# ---- design 1 ----
Figure 1. The metal 4 layer (design 1).
Scale: 6 px per um. Supply wires on this layer in grey. Cells faint in the background.
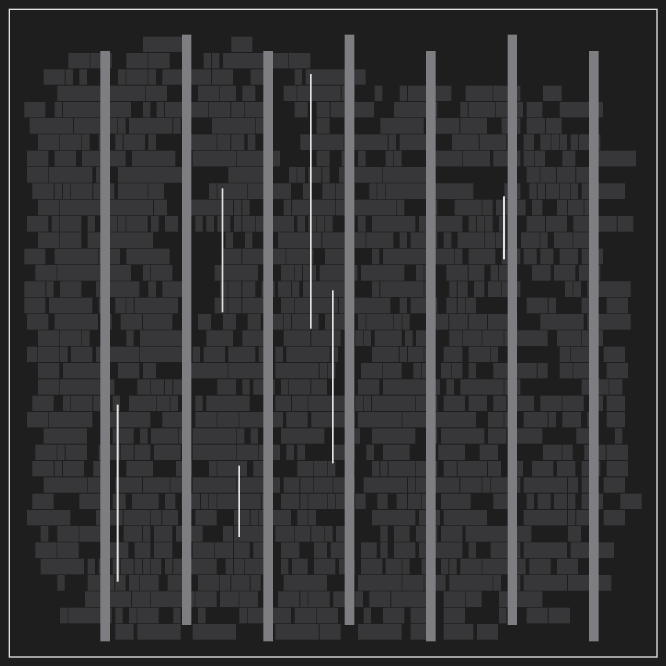

[config.mk]
export PLATFORM = sky130hd
export DESIGN_NAME = fpmul_pipe_flat
export DESIGN_NICKNAME = d
export VERILOG_FILES = /design/src/rtl/fp_pkg.sv /design/src/rtl/fpmul_pipe_if.sv /design/src/rtl/fpmul_round.sv /design/src/rtl/myreg.sv /design/src/rtl/fpmul_pipe.sv /design/src/flat_wrapper.sv
export SDC_FILE = /design/constraint.sdc
export NUM_CORES = 1
export LEC_CHECK = 0
export CORE_MARGIN = 2
export CORE_UTILIZATION = 59
export CTS_CLUSTER_SIZE = 30
export DETAILED_ROUTE_END_ITERATION = 8
export HOLD_SLACK_MARGIN = 0.12
export PLACE_DENSITY = 0.81
export SYNTH_ARGS = -nofsm -noshare
export SYNTH_HDL_FRONTEND = slang
export SYNTH_HIERARCHICAL = 1
export SYNTH_SLANG_ARGS = --single-unit
[constraint.sdc]
create_clock -name clk -period 4.7 [get_ports clk]
set_input_delay 1.41 -clock clk [delete_from_list [all_inputs] [get_ports clk]]
set_output_delay 1.41 -clock clk [all_outputs]
set_load 0.05 [all_outputs]
[src/rtl/fp_pkg.sv]
// Shared floating-point helpers: bias and special-value patterns for any exponent/mantissa
// width, operand classes, and bit positions inside the 4-bit exception flags word.
package fp_pkg;

    typedef enum logic [1:0] {FP_ZERO, FP_NORM, FP_INF, FP_NAN} fp_class_e;

    localparam int FLAGS_W      = 4;
    localparam int FLAG_INVALID = 3;
    localparam int FLAG_OVERFLOW  = 2;
    localparam int FLAG_UNDERFLOW = 1;
    localparam int FLAG_INEXACT   = 0;

    function automatic int fp_bias(input int exp_w);
        return (1 << (exp_w - 1)) - 1;
    endfunction

    // Positive infinity: exponent all ones, mantissa zero.
    function automatic logic [63:0] fp_inf(input int exp_w, input int man_w);
        return ((64'd1 << exp_w) - 64'd1) << man_w;
    endfunction

    function automatic logic [63:0] fp_qnan(input int exp_w, input int man_w);
        return fp_inf(exp_w, man_w) | (64'd1 << (man_w - 1));
    endfunction

endpackage

[src/rtl/fpmul_pipe_if.sv]
// Operand/result handshake bundle of fpmul_pipe; the flags member exists only with FPMUL_FLAGS_EN.
interface fpmul_pipe_if #(
    parameter int EXP_W = 8,
    parameter int MAN_W = 7
);
    localparam int W = 1 + EXP_W + MAN_W;

    logic         in_valid;
    logic         in_ready;
    logic [W-1:0] x1;
    logic [W-1:0] x2;
    logic         out_valid;
    logic         out_ready;
    logic [W-1:0] y;
`ifdef FPMUL_FLAGS_EN
    logic [3:0]   flags;
`endif

    modport master (
        output in_valid, x1, x2, out_ready,
        input  in_ready, out_valid, y
`ifdef FPMUL_FLAGS_EN
        , input flags
`endif
    );

    modport slave (
        input  in_valid, x1, x2, out_ready,
        output in_ready, out_valid, y
`ifdef FPMUL_FLAGS_EN
        , output flags
`endif
    );

endinterface

[src/rtl/fpmul_round.sv]
// Combinational normalise + round-to-nearest-even of a (MAN_W+1)x(MAN_W+1) mantissa product.
// Exponent comes back adjusted for the normalise shift and any rounding carry-out.
module fpmul_round #(
    parameter int MAN_W = 7,
    parameter int EW    = 10
) (
    input  logic [2*MAN_W+1:0]   prod_i,
    input  logic signed [EW-1:0] exp_i,
    output logic [MAN_W-1:0]     man_o,
    output logic signed [EW-1:0] exp_o
`ifdef FPMUL_FLAGS_EN
    ,
    output logic                 inexact_o
`endif
);
    localparam int PW = 2 * MAN_W + 2;

    logic                 msb;
    logic [PW-2:0]        norm;
    logic                 g, r, s, rnd_up;
    logic [MAN_W:0]       man_inc;
    logic signed [EW-1:0] exp_inc;

    always_comb begin
        msb  = prod_i[PW-1];
        // Leading one of the normalised product sits just above bit PW-2 and is dropped.
        norm = msb ? prod_i[PW-2:0] : {prod_i[PW-3:0], 1'b0};
        g    = norm[PW-2-MAN_W];
        r    = norm[PW-3-MAN_W];
        s    = |norm[PW-4-MAN_W:0];
        rnd_up  = g & (r | s | norm[PW-1-MAN_W]);
        man_inc = {1'b0, norm[PW-2 -: MAN_W]} + {{MAN_W{1'b0}}, rnd_up};
        exp_inc = EW'(msb) + EW'(man_inc[MAN_W]);
        exp_o   = exp_i + exp_inc;
        man_o   = man_inc[MAN_W-1:0];
    end

`ifdef FPMUL_FLAGS_EN
    assign inexact_o = g | r | s;
`endif
endmodule

[src/rtl/myreg.sv]
// Generic enabled register with synchronous active-high clear.
module myreg #(
    parameter int W = 1
) (
    input  logic         clk,
    input  logic         rst,
    input  logic         en,
    input  logic [W-1:0] d_i,
    output logic [W-1:0] q_o
);
    always_ff @(posedge clk) begin
        if (rst) begin
            q_o <= '0;
        end else if (en) begin
            q_o <= d_i;
        end
    end
endmodule

[src/rtl/fpmul_pipe.sv]
// 3-stage pipelined FP multiplier (RNE, subnormals flushed); all stages shift together on advance.
// Define FPMUL_FLAGS_EN to add the registered {invalid, overflow, underflow, inexact} flags.
module fpmul_pipe
    import fp_pkg::*;
#(
    parameter int EXP_W = 8,
    parameter int MAN_W = 7
) (
    input logic         clk,
    input logic         rst,
    fpmul_pipe_if.slave bus
);
    localparam int W  = 1 + EXP_W + MAN_W;
    localparam int PW = 2 * MAN_W + 2;
    localparam int EW = EXP_W + 2;
    localparam logic [W-1:0]         INF  = W'(fp_inf(EXP_W, MAN_W));
    localparam logic [W-1:0]         QNAN = W'(fp_qnan(EXP_W, MAN_W));
    localparam logic signed [EW-1:0] BIAS = EW'(fp_bias(EXP_W));
    localparam logic signed [EW-1:0] EMAX = EW'((1 << EXP_W) - 1);

    typedef struct packed {
        logic                 sgn;
        fp_class_e            ca;
        fp_class_e            cb;
        logic [PW-1:0]        prod;
        logic signed [EW-1:0] esum;
    } s2_t;

    typedef enum logic [2:0] {SEL_NAN, SEL_INF, SEL_ZERO, SEL_OVF, SEL_UNF, SEL_NORM} res_sel_e;

    function automatic fp_class_e classify(input logic [W-1:0] x);
        if (x[W-2 -: EXP_W] == '0) return FP_ZERO;
        if (x[W-2 -: EXP_W] != '1) return FP_NORM;
        return (x[MAN_W-1:0] == '0) ? FP_INF : FP_NAN;
    endfunction

    logic                 advance;
    logic                 s1_vld_q, s2_vld_q;
    logic [2*W-1:0]       ops_q;
    logic [W-1:0]         a_q, b_q;
    s2_t                  s2_d, s2_q;
    logic [MAN_W-1:0]     r_man;
    logic signed [EW-1:0] r_exp;
    logic                 inf_zero;
    res_sel_e             sel;
    logic [W-1:0]         y_d;

    assign advance      = ~bus.out_valid | bus.out_ready;
    assign bus.in_ready = advance;
    assign a_q          = ops_q[2*W-1:W];
    assign b_q          = ops_q[W-1:0];

    myreg #(.W(1))   u_s1_vld (.clk(clk), .rst(rst), .en(advance), .d_i(bus.in_valid), .q_o(s1_vld_q));
    myreg #(.W(2*W)) u_s1_ops (.clk(clk), .rst(rst), .en(advance), .d_i({bus.x1, bus.x2}), .q_o(ops_q));

    always_comb begin
        s2_d.sgn  = a_q[W-1] ^ b_q[W-1];
        s2_d.ca   = classify(a_q);
        s2_d.cb   = classify(b_q);
        s2_d.prod = PW'({1'b1, a_q[MAN_W-1:0]}) * PW'({1'b1, b_q[MAN_W-1:0]});
        s2_d.esum = EW'(a_q[W-2 -: EXP_W]) + EW'(b_q[W-2 -: EXP_W]) - BIAS;
    end

    myreg #(.W(1))          u_s2_vld (.clk(clk), .rst(rst), .en(advance), .d_i(s1_vld_q), .q_o(s2_vld_q));
    myreg #(.W($bits(s2_t))) u_s2     (.clk(clk), .rst(rst), .en(advance), .d_i(s2_d), .q_o(s2_q));

`ifdef FPMUL_FLAGS_EN
    logic             r_inexact;
    logic [FLAGS_W-1:0] fl_d;
`endif

    fpmul_round #(.MAN_W(MAN_W), .EW(EW)) u_round (
        .prod_i   (s2_q.prod),
        .exp_i    (s2_q.esum),
        .man_o    (r_man),
        .exp_o    (r_exp)
`ifdef FPMUL_FLAGS_EN
        ,
        .inexact_o(r_inexact)
`endif
    );

    always_comb begin
        inf_zero = (s2_q.ca == FP_INF && s2_q.cb == FP_ZERO) || (s2_q.ca == FP_ZERO && s2_q.cb == FP_INF);
        if (s2_q.ca == FP_NAN || s2_q.cb == FP_NAN || inf_zero) sel = SEL_NAN;
        else if (s2_q.ca == FP_INF || s2_q.cb == FP_INF)        sel = SEL_INF;
        else if (s2_q.ca == FP_ZERO || s2_q.cb == FP_ZERO)      sel = SEL_ZERO;
        else if (r_exp >= EMAX)                                 sel = SEL_OVF;
        else if (r_exp[EW-1] || r_exp == '0)                    sel = SEL_UNF;
        else                                                    sel = SEL_NORM;

        y_d = '0;
        if (s2_vld_q) begin
            case (sel)
                SEL_NAN:           y_d = QNAN;
                SEL_INF, SEL_OVF:  y_d = {s2_q.sgn, INF[W-2:0]};
                SEL_ZERO, SEL_UNF: y_d = {s2_q.sgn, {(W-1){1'b0}}};
                default:           y_d = {s2_q.sgn, r_exp[EXP_W-1:0], r_man};
            endcase
        end
    end

    myreg #(.W(1)) u_out_vld (.clk(clk), .rst(rst), .en(advance), .d_i(s2_vld_q), .q_o(bus.out_valid));
    myreg #(.W(W)) u_out_y   (.clk(clk), .rst(rst), .en(advance), .d_i(y_d), .q_o(bus.y));

`ifdef FPMUL_FLAGS_EN
    always_comb begin
        fl_d = '0;
        if (s2_vld_q) begin
            case (sel)
                SEL_NAN:  fl_d[FLAG_INVALID] = inf_zero;
                SEL_OVF:  begin
                    fl_d[FLAG_OVERFLOW] = 1'b1;
                    fl_d[FLAG_INEXACT]  = 1'b1;
                end
                SEL_UNF:  begin
                    fl_d[FLAG_UNDERFLOW] = 1'b1;
                    fl_d[FLAG_INEXACT]   = |s2_q.prod;
                end
                SEL_NORM: fl_d[FLAG_INEXACT] = r_inexact;
                default:  fl_d = '0;
            endcase
        end
    end

    myreg #(.W(FLAGS_W)) u_out_fl (.clk(clk), .rst(rst), .en(advance), .d_i(fl_d), .q_o(bus.flags));
`endif
endmodule
[src/flat_wrapper.sv]
// flat-port wrapper written by rule: the top's interface ports become plain ports
module fpmul_pipe_flat import fp_pkg::*;
#(
    parameter int EXP_W = 8,
    parameter int MAN_W = 7
)
  (clk, rst, bus_in_valid, bus_x1, bus_x2, bus_out_ready, bus_in_ready, bus_out_valid, bus_y);
  fpmul_pipe_if #(.EXP_W(EXP_W), .MAN_W(MAN_W)) bus_i ();
  input logic clk;
  input logic rst;
  input wire logic [$bits(bus_i.in_valid)-1:0] bus_in_valid;
  input wire logic [$bits(bus_i.x1)-1:0] bus_x1;
  input wire logic [$bits(bus_i.x2)-1:0] bus_x2;
  input wire logic [$bits(bus_i.out_ready)-1:0] bus_out_ready;
  output wire logic [$bits(bus_i.in_ready)-1:0] bus_in_ready;
  output wire logic [$bits(bus_i.out_valid)-1:0] bus_out_valid;
  output wire logic [$bits(bus_i.y)-1:0] bus_y;
  assign bus_i.in_valid = bus_in_valid;
  assign bus_i.x1 = bus_x1;
  assign bus_i.x2 = bus_x2;
  assign bus_i.out_ready = bus_out_ready;
  assign bus_in_ready = bus_i.in_ready;
  assign bus_out_valid = bus_i.out_valid;
  assign bus_y = bus_i.y;
  fpmul_pipe #(.EXP_W(EXP_W), .MAN_W(MAN_W)) u_core (.clk(clk), .rst(rst), .bus(bus_i));
endmodule
# ---- design 2 ----
**src/rtl/agc_gate_pkg.sv**
```systemverilog
// Shared constants, state encoding and the edit-location write transform
// for the central-register gate sequencer.
package agc_gate_pkg;

  // Offsets of the editing locations above the plain register block.
  localparam int EDIT_CYR  = 0;
  localparam int EDIT_SR   = 1;
  localparam int EDIT_CYL  = 2;
  localparam int EDIT_EDOP = 3;
  localparam int EDIT_NUM  = 4;

  // Working width of the transform; register words up to this width are supported.
  localparam int XFORM_W    = 64;
  localparam int EDOP_SHIFT = 7;

  // Transaction state; the timepulse counter runs alongside ST_BUSY.
  typedef enum logic {
    ST_IDLE = 1'b0,
    ST_BUSY = 1'b1
  } state_t;

  localparam int TP_IDLE = 0;

  // Transform applied to data written into an editing location, for a word of w bits.
  function automatic logic [XFORM_W-1:0] edit_xform(input logic [1:0] mode,
                                                    input logic [XFORM_W-1:0] d,
                                                    input int w);
    logic [XFORM_W-1:0] mask;
    logic [XFORM_W-1:0] dm;
    logic [XFORM_W-1:0] res;
    mask = (w >= XFORM_W) ? '1 : ((XFORM_W'(1) << w) - XFORM_W'(1));
    dm   = d & mask;
    case (mode)
      2'(EDIT_CYR): res = (dm >> 1) | ((dm & XFORM_W'(1)) << (w - 1));
      2'(EDIT_SR):  res = (dm >> 1) | (dm & (XFORM_W'(1) << (w - 1)));
      2'(EDIT_CYL): res = (dm << 1) | (dm >> (w - 1));
      default:      res = dm >> EDOP_SHIFT;
    endcase
    return res & mask;
  endfunction

endpackage

```
**src/rtl/agc_gate_decoder.sv**
```systemverilog
// Registered address decoder: one-hot select over the plain and editing
// locations plus a flag for addresses beyond the editing block.
module agc_gate_decoder
  import agc_gate_pkg::*;
#(
  parameter int NREG  = 8,
  parameter int ADDRW = 5
) (
  input  logic             CLOCK,
  input  logic             rst,
  input  logic             load,
  input  logic [ADDRW-1:0] addr,
  output logic [NREG+3:0]  sel,
  output logic             ill
);

  localparam int NSEL = NREG + EDIT_NUM;

  // Capture the decode when a transaction is accepted; hold it for the whole sequence.
  always_ff @(posedge CLOCK or posedge rst) begin
    if (rst) begin
      sel <= '0;
      ill <= 1'b0;
    end else if (load) begin
      for (int i = 0; i < NSEL; i++) begin
        sel[i] <= (int'(addr) == i);
      end
      ill <= (int'(addr) >= NSEL);
    end
  end

endmodule

```
**src/rtl/agc_gate_sequencer.sv**
```systemverilog
// Central-register gate sequencer: one transaction per NTP+1 cycles, one-hot
// active-low read/write gates on fixed timepulses, built-in register storage
// with transformed writes into the editing locations.
module agc_gate_sequencer
  import agc_gate_pkg::*;
#(
  parameter int WIDTH = 16,
  parameter int NREG  = 8,
  parameter int NTP   = 12,
  parameter int ADDRW = 5
) (
  input  logic                     CLOCK,
  input  logic                     rst,
  input  logic                     req_valid,
  output logic                     req_ready,
  input  logic                     req_wr,
  input  logic [ADDRW-1:0]         req_addr,
  input  logic [WIDTH-1:0]         req_wdata,
  input  logic                     ginh,
  output logic [NREG+3:0]          rgate_,
  output logic [NREG+3:0]          wgate_,
  output logic                     rd_valid,
  output logic [WIDTH-1:0]         rd_data,
  output logic                     err,
  output logic [$clog2(NTP+1)-1:0] tp
);

  localparam int NSEL = NREG + EDIT_NUM;
  localparam int TPW  = $clog2(NTP + 1);
  localparam int ZREG = NREG - 1;

  state_t               state, state_nxt;
  logic [TPW-1:0]       tp_q, tp_nxt;
  logic                 accept;
  logic                 wr_p0;
  logic [ADDRW-1:0]     addr_p0;
  logic [WIDTH-1:0]     wdata_p0;
  logic [NSEL-1:0]      sel;
  logic                 ill;
  logic [WIDTH-1:0]     mem [NSEL];
  logic [WIDTH-1:0]     rd_word;
  logic [WIDTH-1:0]     store_word;
  logic                 is_edit;
  logic [1:0]           edit_mode;
  logic [XFORM_W-1:0]   xf;
  logic                 rwin, wwin, rd_strobe, commit;

  assign req_ready = (state == ST_IDLE);
  assign tp        = tp_q;
  assign err       = ill && (tp_q == TPW'(1));

  // State and timepulse register.
  always_ff @(posedge CLOCK or posedge rst) begin
    if (rst) begin
      state <= ST_IDLE;
      tp_q  <= TPW'(TP_IDLE);
    end else begin
      state <= state_nxt;
      tp_q  <= tp_nxt;
    end
  end

  // Next state, timepulse advance and the gate/strobe windows keyed on the upcoming timepulse.
  always_comb begin
    state_nxt = state;
    tp_nxt    = tp_q;
    accept    = 1'b0;
    case (state)
      ST_IDLE: begin
        if (req_valid) begin
          accept    = 1'b1;
          state_nxt = ST_BUSY;
          tp_nxt    = TPW'(1);
        end
      end
      ST_BUSY: begin
        if (tp_q == TPW'(NTP)) begin
          state_nxt = ST_IDLE;
          tp_nxt    = TPW'(TP_IDLE);
        end else begin
          tp_nxt = tp_q + TPW'(1);
        end
      end
      default: begin
        state_nxt = ST_IDLE;
        tp_nxt    = TPW'(TP_IDLE);
      end
    endcase
    rwin      = !wr_p0 && ((tp_nxt == TPW'(2)) || (tp_nxt == TPW'(3)));
    wwin      = wr_p0 && ((tp_nxt == TPW'(NTP - 2)) || (tp_nxt == TPW'(NTP - 1)));
    rd_strobe = !wr_p0 && (tp_nxt == TPW'(4));
    commit    = wr_p0 && (tp_q == TPW'(NTP - 1)) && !ginh;
  end

  // Transaction direction, captured at accept.
  always_ff @(posedge CLOCK or posedge rst) begin
    if (rst) begin
      wr_p0 <= 1'b0;
    end else if (accept) begin
      wr_p0 <= req_wr;
    end
  end

  // Transaction address and data, captured at accept.
  always_ff @(posedge CLOCK) begin
    if (accept) begin
      addr_p0  <= req_addr;
      wdata_p0 <= req_wdata;
    end
  end

  agc_gate_decoder #(
    .NREG  (NREG),
    .ADDRW (ADDRW)
  ) u_decoder (
    .CLOCK (CLOCK),
    .rst   (rst),
    .load  (accept),
    .addr  (req_addr),
    .sel   (sel),
    .ill   (ill)
  );

  // Write data after the editing-location transform.
  always_comb begin
    is_edit    = (int'(addr_p0) >= NREG);
    edit_mode  = 2'(addr_p0 - ADDRW'(NREG));
    xf         = edit_xform(edit_mode, XFORM_W'(wdata_p0), WIDTH);
    store_word = is_edit ? xf[WIDTH-1:0] : wdata_p0;
  end

  // Read mux over the one-hot select; the zero register and illegal addresses read as 0.
  always_comb begin
    rd_word = '0;
    for (int i = 0; i < NSEL; i++) begin
      if (sel[i] && (i != ZREG)) begin
        rd_word = rd_word | mem[i];
      end
    end
  end

  // Register storage; the commit edge is the one ending TP(NTP-1).
  always_ff @(posedge CLOCK or posedge rst) begin
    if (rst) begin
      for (int i = 0; i < NSEL; i++) begin
        mem[i] <= '0;
      end
    end else if (commit) begin
      for (int i = 0; i < NSEL; i++) begin
        if (sel[i] && (i != ZREG)) begin
          mem[i] <= store_word;
        end
      end
    end
  end

  // Registered gates and read result.
  always_ff @(posedge CLOCK or posedge rst) begin
    if (rst) begin
      rgate_   <= '1;
      wgate_   <= '1;
      rd_valid <= 1'b0;
      rd_data  <= '0;
    end else begin
      rgate_   <= rwin ? ~sel : '1;
      wgate_   <= wwin ? ~sel : '1;
      rd_valid <= rd_strobe;
      if (rd_strobe) begin
        rd_data <= rd_word;
      end
    end
  end

endmodule
```
**config.mk**
```make
export PLATFORM = sky130hd
export DESIGN_NAME = agc_gate_sequencer
export DESIGN_NICKNAME = d
export VERILOG_FILES = /design/src/rtl/agc_gate_pkg.sv /design/src/rtl/agc_gate_decoder.sv /design/src/rtl/agc_gate_sequencer.sv
export SDC_FILE = /design/constraint.sdc
export NUM_CORES = 1
export LEC_CHECK = 0
export CORE_ASPECT_RATIO = 1.75
export CORE_MARGIN = 4
export CORE_UTILIZATION = 52
export DETAILED_ROUTE_END_ITERATION = 10
export PLACE_DENSITY = 0.75
export SLEW_MARGIN = 10
export SYNTH_ARGS = -nofsm -noshare
export SYNTH_HDL_FRONTEND = slang
export SYNTH_HIERARCHICAL = 1
export SYNTH_SLANG_ARGS = --single-unit
```
**constraint.sdc**
```tcl
create_clock -name CLOCK -period 8.4 [get_ports CLOCK]
set_input_delay 2.1 -clock CLOCK [delete_from_list [all_inputs] [get_ports CLOCK]]
set_output_delay 2.1 -clock CLOCK [all_outputs]
set_load 0.005 [all_outputs]
```
# ---- design 3 ----
--- config.mk ---
export PLATFORM = sky130hd
export DESIGN_NAME = nonce_dispatcher_flat
export DESIGN_NICKNAME = d
export VERILOG_FILES = /design/src/rtl/nonce_dispatcher_pkg.sv /design/src/rtl/nonce_dispatcher_if.sv /design/src/rtl/nonce_dispatcher_sync_fifo.sv /design/src/rtl/nonce_dispatcher.sv /design/src/flat_wrapper.sv
export SDC_FILE = /design/constraint.sdc
export NUM_CORES = 1
export LEC_CHECK = 0
export CELL_PAD_IN_SITES_DETAIL_PLACEMENT = 0
export CELL_PAD_IN_SITES_GLOBAL_PLACEMENT = 1
export CORE_MARGIN = 4
export CORE_UTILIZATION = 49
export DETAILED_ROUTE_END_ITERATION = 7
export GPL_TIMING_DRIVEN = 1
export HOLD_SLACK_MARGIN = 0.1
export PLACE_DENSITY = 0.8
export SYNTH_ARGS = -nofsm -noshare
export SYNTH_HDL_FRONTEND = slang
export SYNTH_SLANG_ARGS = --single-unit
--- constraint.sdc ---
create_clock -name clk -period 6.6 [get_ports clk]
set_input_delay 1.65 -clock clk [delete_from_list [all_inputs] [get_ports clk]]
set_output_delay 1.65 -clock clk [all_outputs]
set_load 0.1 [all_outputs]
--- src/rtl/nonce_dispatcher_pkg.sv ---
// Shared widths, defaults and helpers for the nonce dispatcher slice.
// The FSM state type used by the top level is also defined here.
package nonce_dispatcher_pkg;

    localparam int NONCE_W_DEF    = 32;
    localparam int LANES_DEF      = 4;
    localparam int THROUGHPUT_DEF = 21;
    localparam int INFL_DEPTH_DEF = 16;
    localparam int RES_DEPTH_DEF  = 4;
    localparam int EPOCH_W        = 1;

    typedef enum logic [1:0] {
        ST_IDLE = 2'd0,
        ST_RUN  = 2'd1,
        ST_DONE = 2'd2
    } disp_state_t;

    function automatic int clog2(input int n);
        int r;
        int v;
        r = 0;
        v = 1;
        while (v < n) begin
            v = v << 1;
            r++;
        end
        return r;
    endfunction

endpackage

--- src/rtl/nonce_dispatcher_if.sv ---
// Job/issue/result/output signal bundle between the miner host side and the dispatcher.
// master = host/lanes/consumer side, slave = dispatcher.
interface nonce_dispatcher_if
    import nonce_dispatcher_pkg::*;
#(
    parameter int NONCE_W = NONCE_W_DEF,
    parameter int LANES   = LANES_DEF
) ();

    logic               job_start;
    logic [NONCE_W-1:0] job_nonce;
    logic               issue;
    logic [NONCE_W-1:0] issue_nonce;
    logic               res_valid;
    logic [LANES-1:0]   res_hit;
    logic               out_valid;
    logic               out_ready;
    logic [NONCE_W-1:0] out_nonce;
    logic [LANES-1:0]   out_hits;
    logic               running;
    logic               exhausted;
    logic               res_ovf;
    logic               orphan_err;

    modport master (
        output job_start, job_nonce, res_valid, res_hit, out_ready,
        input  issue, issue_nonce, out_valid, out_nonce, out_hits,
               running, exhausted, res_ovf, orphan_err
    );

    modport slave (
        input  job_start, job_nonce, res_valid, res_hit, out_ready,
        output issue, issue_nonce, out_valid, out_nonce, out_hits,
               running, exhausted, res_ovf, orphan_err
    );

endinterface

--- src/rtl/nonce_dispatcher_sync_fifo.sv ---
// Single-clock FIFO with occupancy count; head is presented combinationally on dout.
// A push into a full FIFO is accepted only when a pop happens in the same cycle.
module sync_fifo
    import nonce_dispatcher_pkg::*;
#(
    parameter int WIDTH = 8,
    parameter int DEPTH = 4
) (
    input  logic               clk,
    input  logic               rst,
    input  logic               push,
    input  logic [WIDTH-1:0]   din,
    input  logic               pop,
    output logic [WIDTH-1:0]   dout,
    output logic               full,
    output logic               empty,
    output logic [clog2(DEPTH):0] count
);

    localparam int AW = clog2(DEPTH);

    logic [WIDTH-1:0] mem [DEPTH];
    logic [AW-1:0]    wr_ptr;
    logic [AW-1:0]    rd_ptr;
    logic [AW:0]      cnt;
    logic             do_push;
    logic             do_pop;

    assign empty   = (cnt == '0);
    assign full    = (cnt == (AW+1)'(DEPTH));
    assign do_pop  = pop && !empty;
    assign do_push = push && (!full || do_pop);
    assign dout    = mem[rd_ptr];
    assign count   = cnt;

    always_ff @(posedge clk or posedge rst) begin
        if (rst) begin
            wr_ptr <= '0;
            rd_ptr <= '0;
            cnt    <= '0;
        end else begin
            if (do_push) wr_ptr <= wr_ptr + 1'b1;
            if (do_pop)  rd_ptr <= rd_ptr + 1'b1;
            case ({do_push, do_pop})
                2'b10:   cnt <= cnt + 1'b1;
                2'b01:   cnt <= cnt - 1'b1;
                default: cnt <= cnt;
            endcase
        end
    end

    // Storage carries no reset; occupancy pointers define what is valid.
    always_ff @(posedge clk) begin
        if (do_push) mem[wr_ptr] <= din;
    end

endmodule

--- src/rtl/nonce_dispatcher.sv ---
// Nonce issue / result collection controller: paces nonce bases to the hashing lanes,
// tracks them in flight with an epoch tag and queues winning results for transmit.
//
//  state   | meaning
//  --------+------------------------------------------------------
//  ST_IDLE | no job loaded since reset, nothing issued
//  ST_RUN  | issuing a base every THROUGHPUT cycles (stalls when in-flight full)
//  ST_DONE | nonce range wrapped, issuing stopped until next job_start
module nonce_dispatcher
    import nonce_dispatcher_pkg::*;
#(
    parameter int LANES      = LANES_DEF,
    parameter int THROUGHPUT = THROUGHPUT_DEF,
    parameter int NONCE_W    = NONCE_W_DEF,
    parameter int INFL_DEPTH = INFL_DEPTH_DEF,
    parameter int RES_DEPTH  = RES_DEPTH_DEF
) (
    input  logic             clk,
    input  logic             rst,
    nonce_dispatcher_if.slave bus
);

    localparam int CNT_W  = (THROUGHPUT > 1) ? clog2(THROUGHPUT) : 1;
    localparam int INFL_W = EPOCH_W + NONCE_W;
    localparam int RES_W  = NONCE_W + LANES;

    typedef struct packed {
        logic [EPOCH_W-1:0] epoch;
        logic [NONCE_W-1:0] base;
    } infl_entry_t;

    typedef struct packed {
        logic [NONCE_W-1:0] nonce;
        logic [LANES-1:0]   hits;
    } res_entry_t;

    disp_state_t        state;
    disp_state_t        state_nxt;
    logic [CNT_W-1:0]   cnt;
    logic [NONCE_W-1:0] base;
    logic [NONCE_W-1:0] base_inc;
    logic               wrap;
    logic [EPOCH_W-1:0] epoch;
    logic               res_ovf_q;
    logic               orphan_q;

    logic               running;
    logic               exhausted;
    logic               issue_fire;

    infl_entry_t        infl_din;
    infl_entry_t        infl_head;
    logic               infl_full;
    logic               infl_empty;
    logic [clog2(INFL_DEPTH):0] infl_cnt;
    logic               infl_pop;

    res_entry_t         res_din;
    res_entry_t         res_head;
    logic               res_full;
    logic               res_empty;
    logic [clog2(RES_DEPTH):0] res_cnt;
    logic               hit_accept;
    logic               res_push;
    logic               out_pop;

    logic               unused_ok;

    assign {wrap, base_inc} = {1'b0, base} + (NONCE_W+1)'(LANES);

    // State register
    always_ff @(posedge clk or posedge rst) begin
        if (rst) state <= ST_IDLE;
        else     state <= state_nxt;
    end

    // Next-state logic; job_start restarts from any state
    always_comb begin
        state_nxt = state;
        if (bus.job_start)                  state_nxt = ST_RUN;
        else if (issue_fire && wrap)        state_nxt = ST_DONE;
    end

    // Output logic
    always_comb begin
        running    = (state == ST_RUN);
        exhausted  = (state == ST_DONE);
        issue_fire = running && (cnt == '0) && !infl_full && !bus.job_start;
    end

    // Pacing down-counter, base register and epoch
    always_ff @(posedge clk or posedge rst) begin
        if (rst) begin
            cnt   <= '0;
            base  <= '0;
            epoch <= '0;
        end else if (bus.job_start) begin
            cnt   <= '0;
            base  <= bus.job_nonce;
            epoch <= epoch + EPOCH_W'(1);
        end else if (issue_fire) begin
            cnt   <= CNT_W'(THROUGHPUT - 1);
            base  <= base_inc;
        end else if (cnt != '0) begin
            cnt   <= cnt - 1'b1;
        end
    end

    // Results are judged against the register epoch, i.e. before a same-cycle toggle.
    assign infl_din   = '{epoch: epoch, base: base};
    assign infl_pop   = bus.res_valid && !infl_empty;
    assign hit_accept = infl_pop && (infl_head.epoch == epoch) && (|bus.res_hit);
    assign out_pop    = !res_empty && bus.out_ready;
    assign res_push   = hit_accept && (!res_full || out_pop);
    assign res_din    = '{nonce: infl_head.base, hits: bus.res_hit};

    always_ff @(posedge clk or posedge rst) begin
        if (rst) begin
            res_ovf_q <= 1'b0;
            orphan_q  <= 1'b0;
        end else begin
            if (hit_accept && res_full && !out_pop) res_ovf_q <= 1'b1;
            if (bus.res_valid && infl_empty)        orphan_q  <= 1'b1;
        end
    end

    sync_fifo #(
        .WIDTH (INFL_W),
        .DEPTH (INFL_DEPTH)
    ) u_infl_fifo (
        .clk   (clk),
        .rst   (rst),
        .push  (issue_fire),
        .din   (infl_din),
        .pop   (infl_pop),
        .dout  (infl_head),
        .full  (infl_full),
        .empty (infl_empty),
        .count (infl_cnt)
    );

    sync_fifo #(
        .WIDTH (RES_W),
        .DEPTH (RES_DEPTH)
    ) u_res_fifo (
        .clk   (clk),
        .rst   (rst),
        .push  (res_push),
        .din   (res_din),
        .pop   (out_pop),
        .dout  (res_head),
        .full  (res_full),
        .empty (res_empty),
        .count (res_cnt)
    );

    assign unused_ok = ^{infl_cnt, res_cnt};

    assign bus.issue       = issue_fire;
    assign bus.issue_nonce = base;
    assign bus.out_valid   = !res_empty;
    assign bus.out_nonce   = res_head.nonce;
    assign bus.out_hits    = res_head.hits;
    assign bus.running     = running;
    assign bus.exhausted   = exhausted;
    assign bus.res_ovf     = res_ovf_q;
    assign bus.orphan_err  = orphan_q;

endmodule

--- src/flat_wrapper.sv ---
// flat-port wrapper written by rule: the top's interface ports become plain ports
module nonce_dispatcher_flat import nonce_dispatcher_pkg::*;
#(
    parameter int LANES      = LANES_DEF,
    parameter int THROUGHPUT = THROUGHPUT_DEF,
    parameter int NONCE_W    = NONCE_W_DEF,
    parameter int INFL_DEPTH = INFL_DEPTH_DEF,
    parameter int RES_DEPTH  = RES_DEPTH_DEF
)
  (clk, rst, bus_job_start, bus_job_nonce, bus_res_valid, bus_res_hit, bus_out_ready, bus_issue, bus_issue_nonce, bus_out_valid, bus_out_nonce, bus_out_hits, bus_running, bus_exhausted, bus_res_ovf, bus_orphan_err);
  nonce_dispatcher_if #(.NONCE_W(NONCE_W), .LANES(LANES)) bus_i ();
  input  logic clk;
  input  logic rst;
  input wire logic [$bits(bus_i.job_start)-1:0] bus_job_start;
  input wire logic [$bits(bus_i.job_nonce)-1:0] bus_job_nonce;
  input wire logic [$bits(bus_i.res_valid)-1:0] bus_res_valid;
  input wire logic [$bits(bus_i.res_hit)-1:0] bus_res_hit;
  input wire logic [$bits(bus_i.out_ready)-1:0] bus_out_ready;
  output wire logic [$bits(bus_i.issue)-1:0] bus_issue;
  output wire logic [$bits(bus_i.issue_nonce)-1:0] bus_issue_nonce;
  output wire logic [$bits(bus_i.out_valid)-1:0] bus_out_valid;
  output wire logic [$bits(bus_i.out_nonce)-1:0] bus_out_nonce;
  output wire logic [$bits(bus_i.out_hits)-1:0] bus_out_hits;
  output wire logic [$bits(bus_i.running)-1:0] bus_running;
  output wire logic [$bits(bus_i.exhausted)-1:0] bus_exhausted;
  output wire logic [$bits(bus_i.res_ovf)-1:0] bus_res_ovf;
  output wire logic [$bits(bus_i.orphan_err)-1:0] bus_orphan_err;
  assign bus_i.job_start = bus_job_start;
  assign bus_i.job_nonce = bus_job_nonce;
  assign bus_i.res_valid = bus_res_valid;
  assign bus_i.res_hit = bus_res_hit;
  assign bus_i.out_ready = bus_out_ready;
  assign bus_issue = bus_i.issue;
  assign bus_issue_nonce = bus_i.issue_nonce;
  assign bus_out_valid = bus_i.out_valid;
  assign bus_out_nonce = bus_i.out_nonce;
  assign bus_out_hits = bus_i.out_hits;
  assign bus_running = bus_i.running;
  assign bus_exhausted = bus_i.exhausted;
  assign bus_res_ovf = bus_i.res_ovf;
  assign bus_orphan_err = bus_i.orphan_err;
  nonce_dispatcher #(.LANES(LANES), .THROUGHPUT(THROUGHPUT), .NONCE_W(NONCE_W), .INFL_DEPTH(INFL_DEPTH), .RES_DEPTH(RES_DEPTH)) u_core (.clk(clk), .rst(rst), .bus(bus_i));
endmodule
Figure 2. Clock nets (design 2).
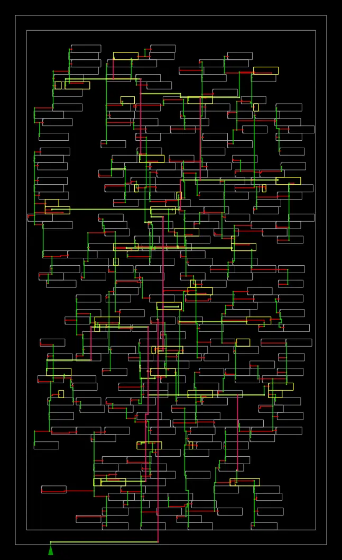
clock group total power: 992 uW
clock sink count: 256

Figure 3. Sequential cells coloured by netlist name (design 2).
Scale: 3 px per um. Other sequential cells in the stronger grey, the rest of the logic in the fainter grey.
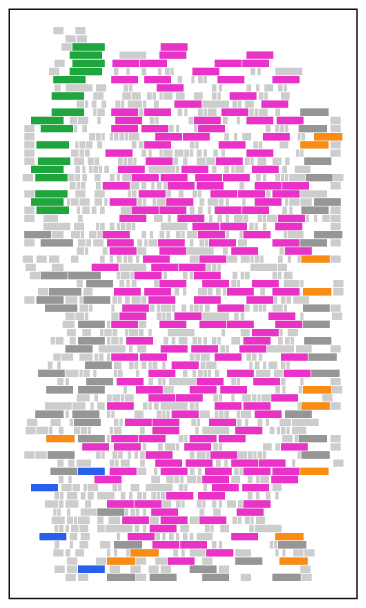
legend:
  orange:
    netlist_name: rgate_
    placed_flops: 12
  green:
    netlist_name: wdata_p0
    placed_flops: 16
    where: upper left
  blue:
    netlist_name: tp
    placed_flops: 4
    where: lower left
  magenta:
    netlist_name: mem
    placed_flops: 176
not coloured: 48
final core utilization: 60.47%
sequential power: 1.72 mW
sequential cell area: 6536 sq um
flop share of the area: 54.52%

==> out/qor.yml, design 2 <==
run_status:
  status: "finished clean"
clocking:
  cts.root.buffer_cell: "clkbuf_16"
  cts_inserted_buffers: 23
sta:
  fin_skew_ns: 0.01513
  worst_hold_slack_ns: 0.4451
final_layout:
  lay_top_count: "nand2_1"
  nets: 1038
  final-nonclk-buf-share_pct: 6.701
synthesis:
  ys_warn_count: 6
  yosys.stat.seqShare_pct: 62.28
  synth.top_cell.area_share_pct: 50.55
  syn_area_sq_um: 10500
detailed_routing:
  drcViolationCount: 0
  drt-wirelength-per-cell_um: 20.33
  detailroute.via_count: 7600
power:
  power.share.combinational_pct: 22.7
  power_density_nw_per_um2: 292.1
job:
  stage_log_warnings: 30
  timing.max_cap.violations: 0
critical_path:
  crit-reg2reg-capture: "mem[148]"
  reg_to_reg_critical_path_startpoint: "tp[2]"
  cp.buffers_inverters: 1
  r2r.worst_path.cells: 4
min_path:
  whs_path_depth: 1
  holdPathEnd: "wgate_[7]"
global_route:
  grt.busiest_layer: "met2"
placed_design:
  area_of_placed_instances_sq_um: 11290
==> design 2: cells in the mapped netlist, types with 3 or more instances <==
master	n
o22ai_1	4
a21oi_1	26
ha_1	3
nor2b_1	8
dfstp_2	24
dfrtp_1	212
a222oi_1	16
a22o_1	33
mux2_4	9
nand2_1	215
o21ai_0	178
a211oi_1	10
clkbuf_1	79
edfxtp_1	20
o32ai_1	4
o22ai_2	4
nor2_1	20
and2_1	3
buf_2	4
mux2_2	8
nand3_1	17
inv_1	19
mux2i_1	9
a221oi_1	32
==> design 2: worst register-to-register path, stage by stage (launching register included) <==
cell      delay (ns)
dfrtp_1         0.49
nand2b_1        0.22
nor4bb_2        0.89
nand2_1         1.00
o21ai_0         0.49
==> design 2: state kept, by name, indices dropped and copies added, names as in the netlist <==
name	count
u_decoder/sel	12
state	1
rd_valid	1
wr_p0	1
wdata_p0	16
addr_p0	4
tp	4
rd_data	16
rgate_	12
wgate_	12
mem	176
u_decoder/ill	1
==> design 2: logic make-up after synthesis <==
family	synth area share (%)
AOI/OAI and AO/OA	19.23
adders and majority gates	0.3577
buffers and inverters	3.982
DFF	62.28
muxes	3.004
and+or+nand+nor	11.15
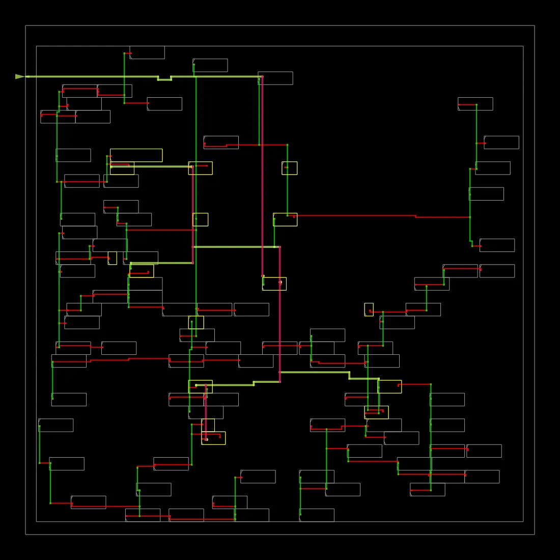
Figure 4: design 1, clock nets.
clock group total power: 531 uW
clock insertion delay at the later pin of the skew report: 0.36 ns
Worst Clk Skew: 0.01054 ns
layout clock buffer count: 9
clock sink count: 82

## Picture notes: Figure 1
share of all routed wire: 1.0%
main direction: vertical
wire length on this layer: 142 um
longest straight run: 42.2 um
nets with wire on the layer: 4

==> out/qor.yml, design 1 <==
run_status:
  status: "finished clean"
power:
  swShare_pct: 33.86
  power.share.combinational_pct: 27.7
  power_sequential_uw: 829
  cellLeakagePower_nw: 3.680
min_path:
  whs_path_depth: 2
  hold_path_class: "flop to flop"
global_route:
  grt_usage_pct: 24.98
  global_route_wire_length_before_repair_um: 23000
final_layout:
  inverters: 76
  layout_top_cells_excl_fill_tap: "99 x nor2_1, 88 x mux2i_1, 82 x dfxtp_1"
  comb_share_pct: 59.39
  final.signal_buffer_count: 57
detailed_routing:
  drt_pass1_iterations: 5
  route.met2.wl_um: 6632
synthesis:
  post_synth_num_cell_types: 57
  yosys.area_share.aoi_pct: 7.096
  synth.top_cell.area_share_pct: 25.86
  postSynth.topFlopCell: "dfxtp_1"
  ys_cells: 689
floorplanning:
  core_area_sq_um: 10370
critical_path:
  crit_start: "u_core/u_s1_ops/q_o[18]"
  critical-path-slowest-cell: "fa_1"
  worstSetupPathType: "flop to flop"
  cpPeakStageDelay_ns: 0.55
  worstPathMaxFanout: 10
clocking:
  cts_inserted_buffers: 9
job:
  stage_log_warnings: 27
-- design 1: per-stage QoR --
step	hold WS, ns	setup WS [ns]	area (sq um)
floorplan	0.4511	0.5571	6347
global placement	0.4687	0.4511	6845
detailed placement	0.4767	0.2791	6845
CTS	0.4985	0.2797	7043
global route	0.5150	0.03676	7043
finish	0.5031	0.3204	7043
-- design 1: synthesized netlist by cell type, drive strengths merged (2+ instances only) --
master	instances
buf	14
a22oi	3
a21o	5
or3	3
nand2	33
nor2b	2
o21ai	7
fa	38
xnor2	16
nor3b	3
mux2i	88
o211ai	2
and4	3
a211o	3
nor4	8
ha	54
dfxtp	82
clkbuf	12
and3	9
and2	30
nand4	7
nand3	10
inv	76
nor2	99
mux2	2
o21a	10
a21oi	11
nor4b	3
a211oi	2
a311oi	2
nand2b	7
o21bai	3
o311ai	4
nor3	7
or4	4
xor2	12
-- design 1: sequential cells by signal, indices dropped and copies added, names as in the netlist --
name	flops
u_core/u_s1_ops/q_o	32
u_core/u_s2/q_o	31
u_core/u_out_y/q_o	16
u_core/u_out_vld/q_o	1
u_core/u_s1_vld/q_o	1
u_core/u_s2_vld/q_o	1
Figure 5. The metal 4 layer (design 3).
Scale: 2 px per um. Supply wires on this layer in grey. Cells faint in the background.
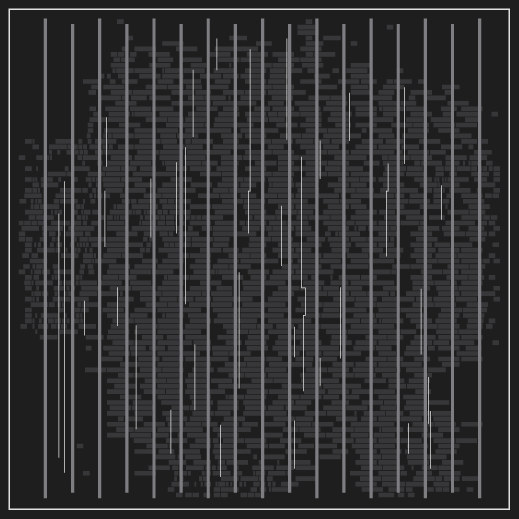
wire length on this layer: 1,360 um
main direction: vertical
total number of vias: 13,420
total routed wirelength: 58,720 um

==> out/qor.yml, design 3 <==
run_status:
  status: "finished clean"
final_layout:
  comb_share_pct: 19.81
  final.signal_buffer_count: 147
  logic_area_sq_um: 6563
  layout.cells.non_filler: 2277
  antenna-diode-count: 0
sta:
  worst_hold_slack_ns: 0.4727
  min_period_ns: 5.146
  finalClockPeriodUsage_pct: 77.96
  worst-slew-pin-transition_ns: 1.134
critical_path:
  cpPeakStageDelay_ns: 0.99
  start_kind: "flop"
  cp_num_cells: 3
  crit-reg2reg-capture: "u_core.u_res_fifo.mem[3][19]"
power:
  sequential_power_share_pct: 41.6
  power.share.combinational_pct: 32.1
synthesis:
  top_area_cell: "edfxtp_1"
  ys_cells: 1298
  syn_nets: 1356
  synth_flop_count: 734
min_path:
  holdPathEnd: "u_core.bus.res_ovf"
  whs_path_depth: 1
global_route:
  grt_max_degree: 69
  first_global_vias: 13910
  gr-total-overflow: 0
floorplanning:
  dieHeight_um: 249.3
  floorplan.initialDensity_pct: 49.44
clocking:
  clkTransAtPathRegs_ns: 0.06
  cts.root.buffer_cell: "clkbuf_16"
detailed_routing:
  vias_per_cell: 5.893
[design 3: worst reg2reg max path: cells and delay by family, from the launching register on]
| kind | cells | cell delay (ns) |
|---|---|---|
| flip-flops | 1 | 0.75 |
| buffers and inverters | 1 | 0.48 |
| multiplexers | 2 | 0.89 |
| XOR/XNOR | 1 | 0.28 |
| AND/OR/NAND/NOR | 2 | 1.28 |
[design 3: power groups by stage]
stage	combinational, mW	clock [mW]	sequential, mW
finish	5.00	4.11	6.49
global route	5.29	4.40	6.58
CTS	5.07	4.19	6.51
detailed placement	5.05	0	6.60
global placement	4.97	0	6.56
floorplan	3.85	0	6.40
[design 3: routing by layer]
metal  part of all wire [%]  vias up
met5                      0        -
met2                     48      493
li1                       -     5697
met4                    2.3        0
met3                    7.0       88
met1                     43     7140
[design 3: kinds of logic after synthesis]
family / share of synthesized area (%)
muxes: 16.25
and+or+nand+nor: 2.653
buffers and inverters: 1.206
xor gates and xnor gates: 1.592
DFF: 76.18
adders and majority gates: 0.7719
AOI/OAI and AO/OA: 1.346

==> notes/layouts.md <==
Pictures saved along the way, in no particular order.

Placement density heat map.
(a)
Scale: 3 px per um. The die is cut into 11 by 11 equal tiles; white is low, dark blue is high, 0 to 100% covered.
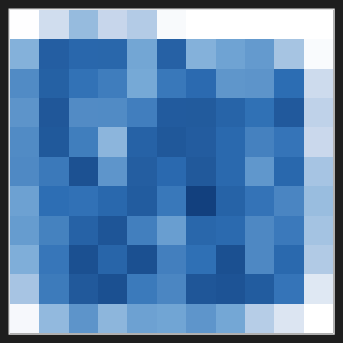
(b)
Scale: 2 px per um. The die is cut into 12 by 20 equal tiles; white is low, dark blue is high, 0 to 100% covered.
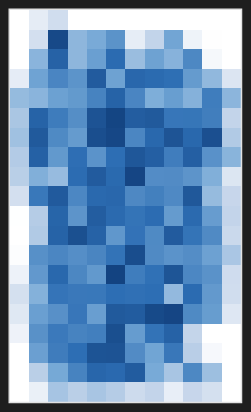
(c)
Scale: 1.5 px per um. The die is cut into 25 by 25 equal tiles; white is low, dark blue is high, 0 to 100% covered.
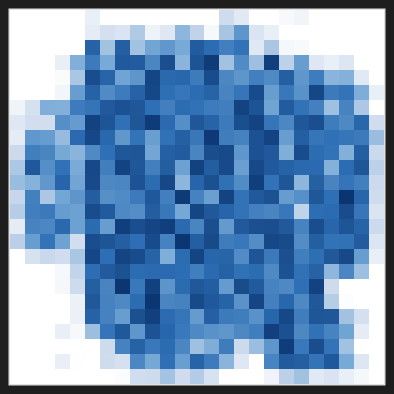
(a) -> design 1
(b) -> design 2
(c) -> design 3
Of these, smallest die: (a)
Of these, largest die: (c)

Key to (c):
mean over tiles: 52%
emptiest ninth of the die: lower left
fullest tile: 98%
nearly empty tiles: 17%
densest ninth of the die: centre
tiles over 75% full: 32%



==> notes/layouts.md <==
Pictures saved along the way, in no particular order.

Routed metal, one colour a layer.
picture 1
Scale: 3 px per um.
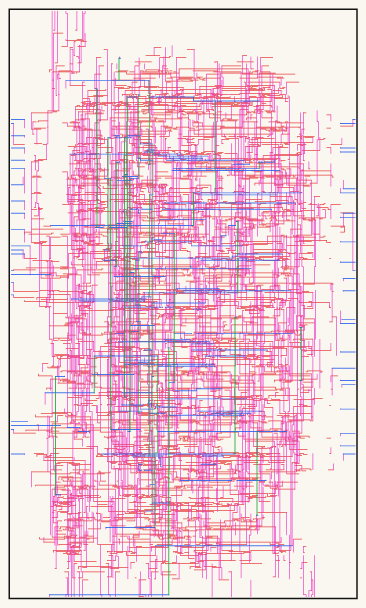
picture 2
Scale: 2 px per um.
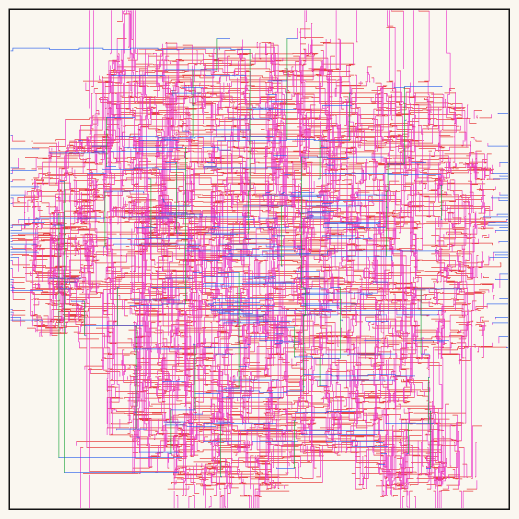
picture 3
Scale: 4 px per um.
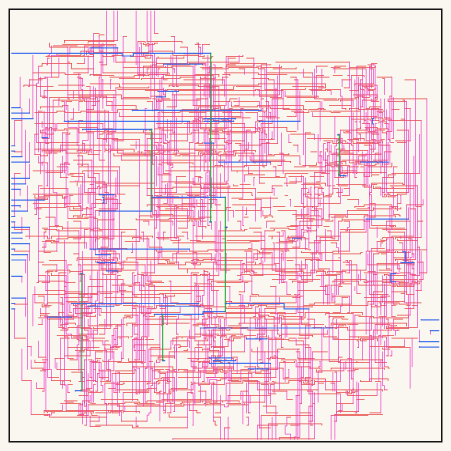
picture 1: design 2
picture 3: design 1
picture 2: design 3

Key to picture 3:
legend:
  magenta:
    layer: metal 2
    wire_length: 6,630 um
  blue:
    layer: metal 3
    wire_length: 560 um
  green:
    layer: metal 4
    wire_length: 142 um
  red:
    layer: metal 1
    wire_length: 6,420 um

Power figures rest on the tool's default switching activity, not on a simulated workload.
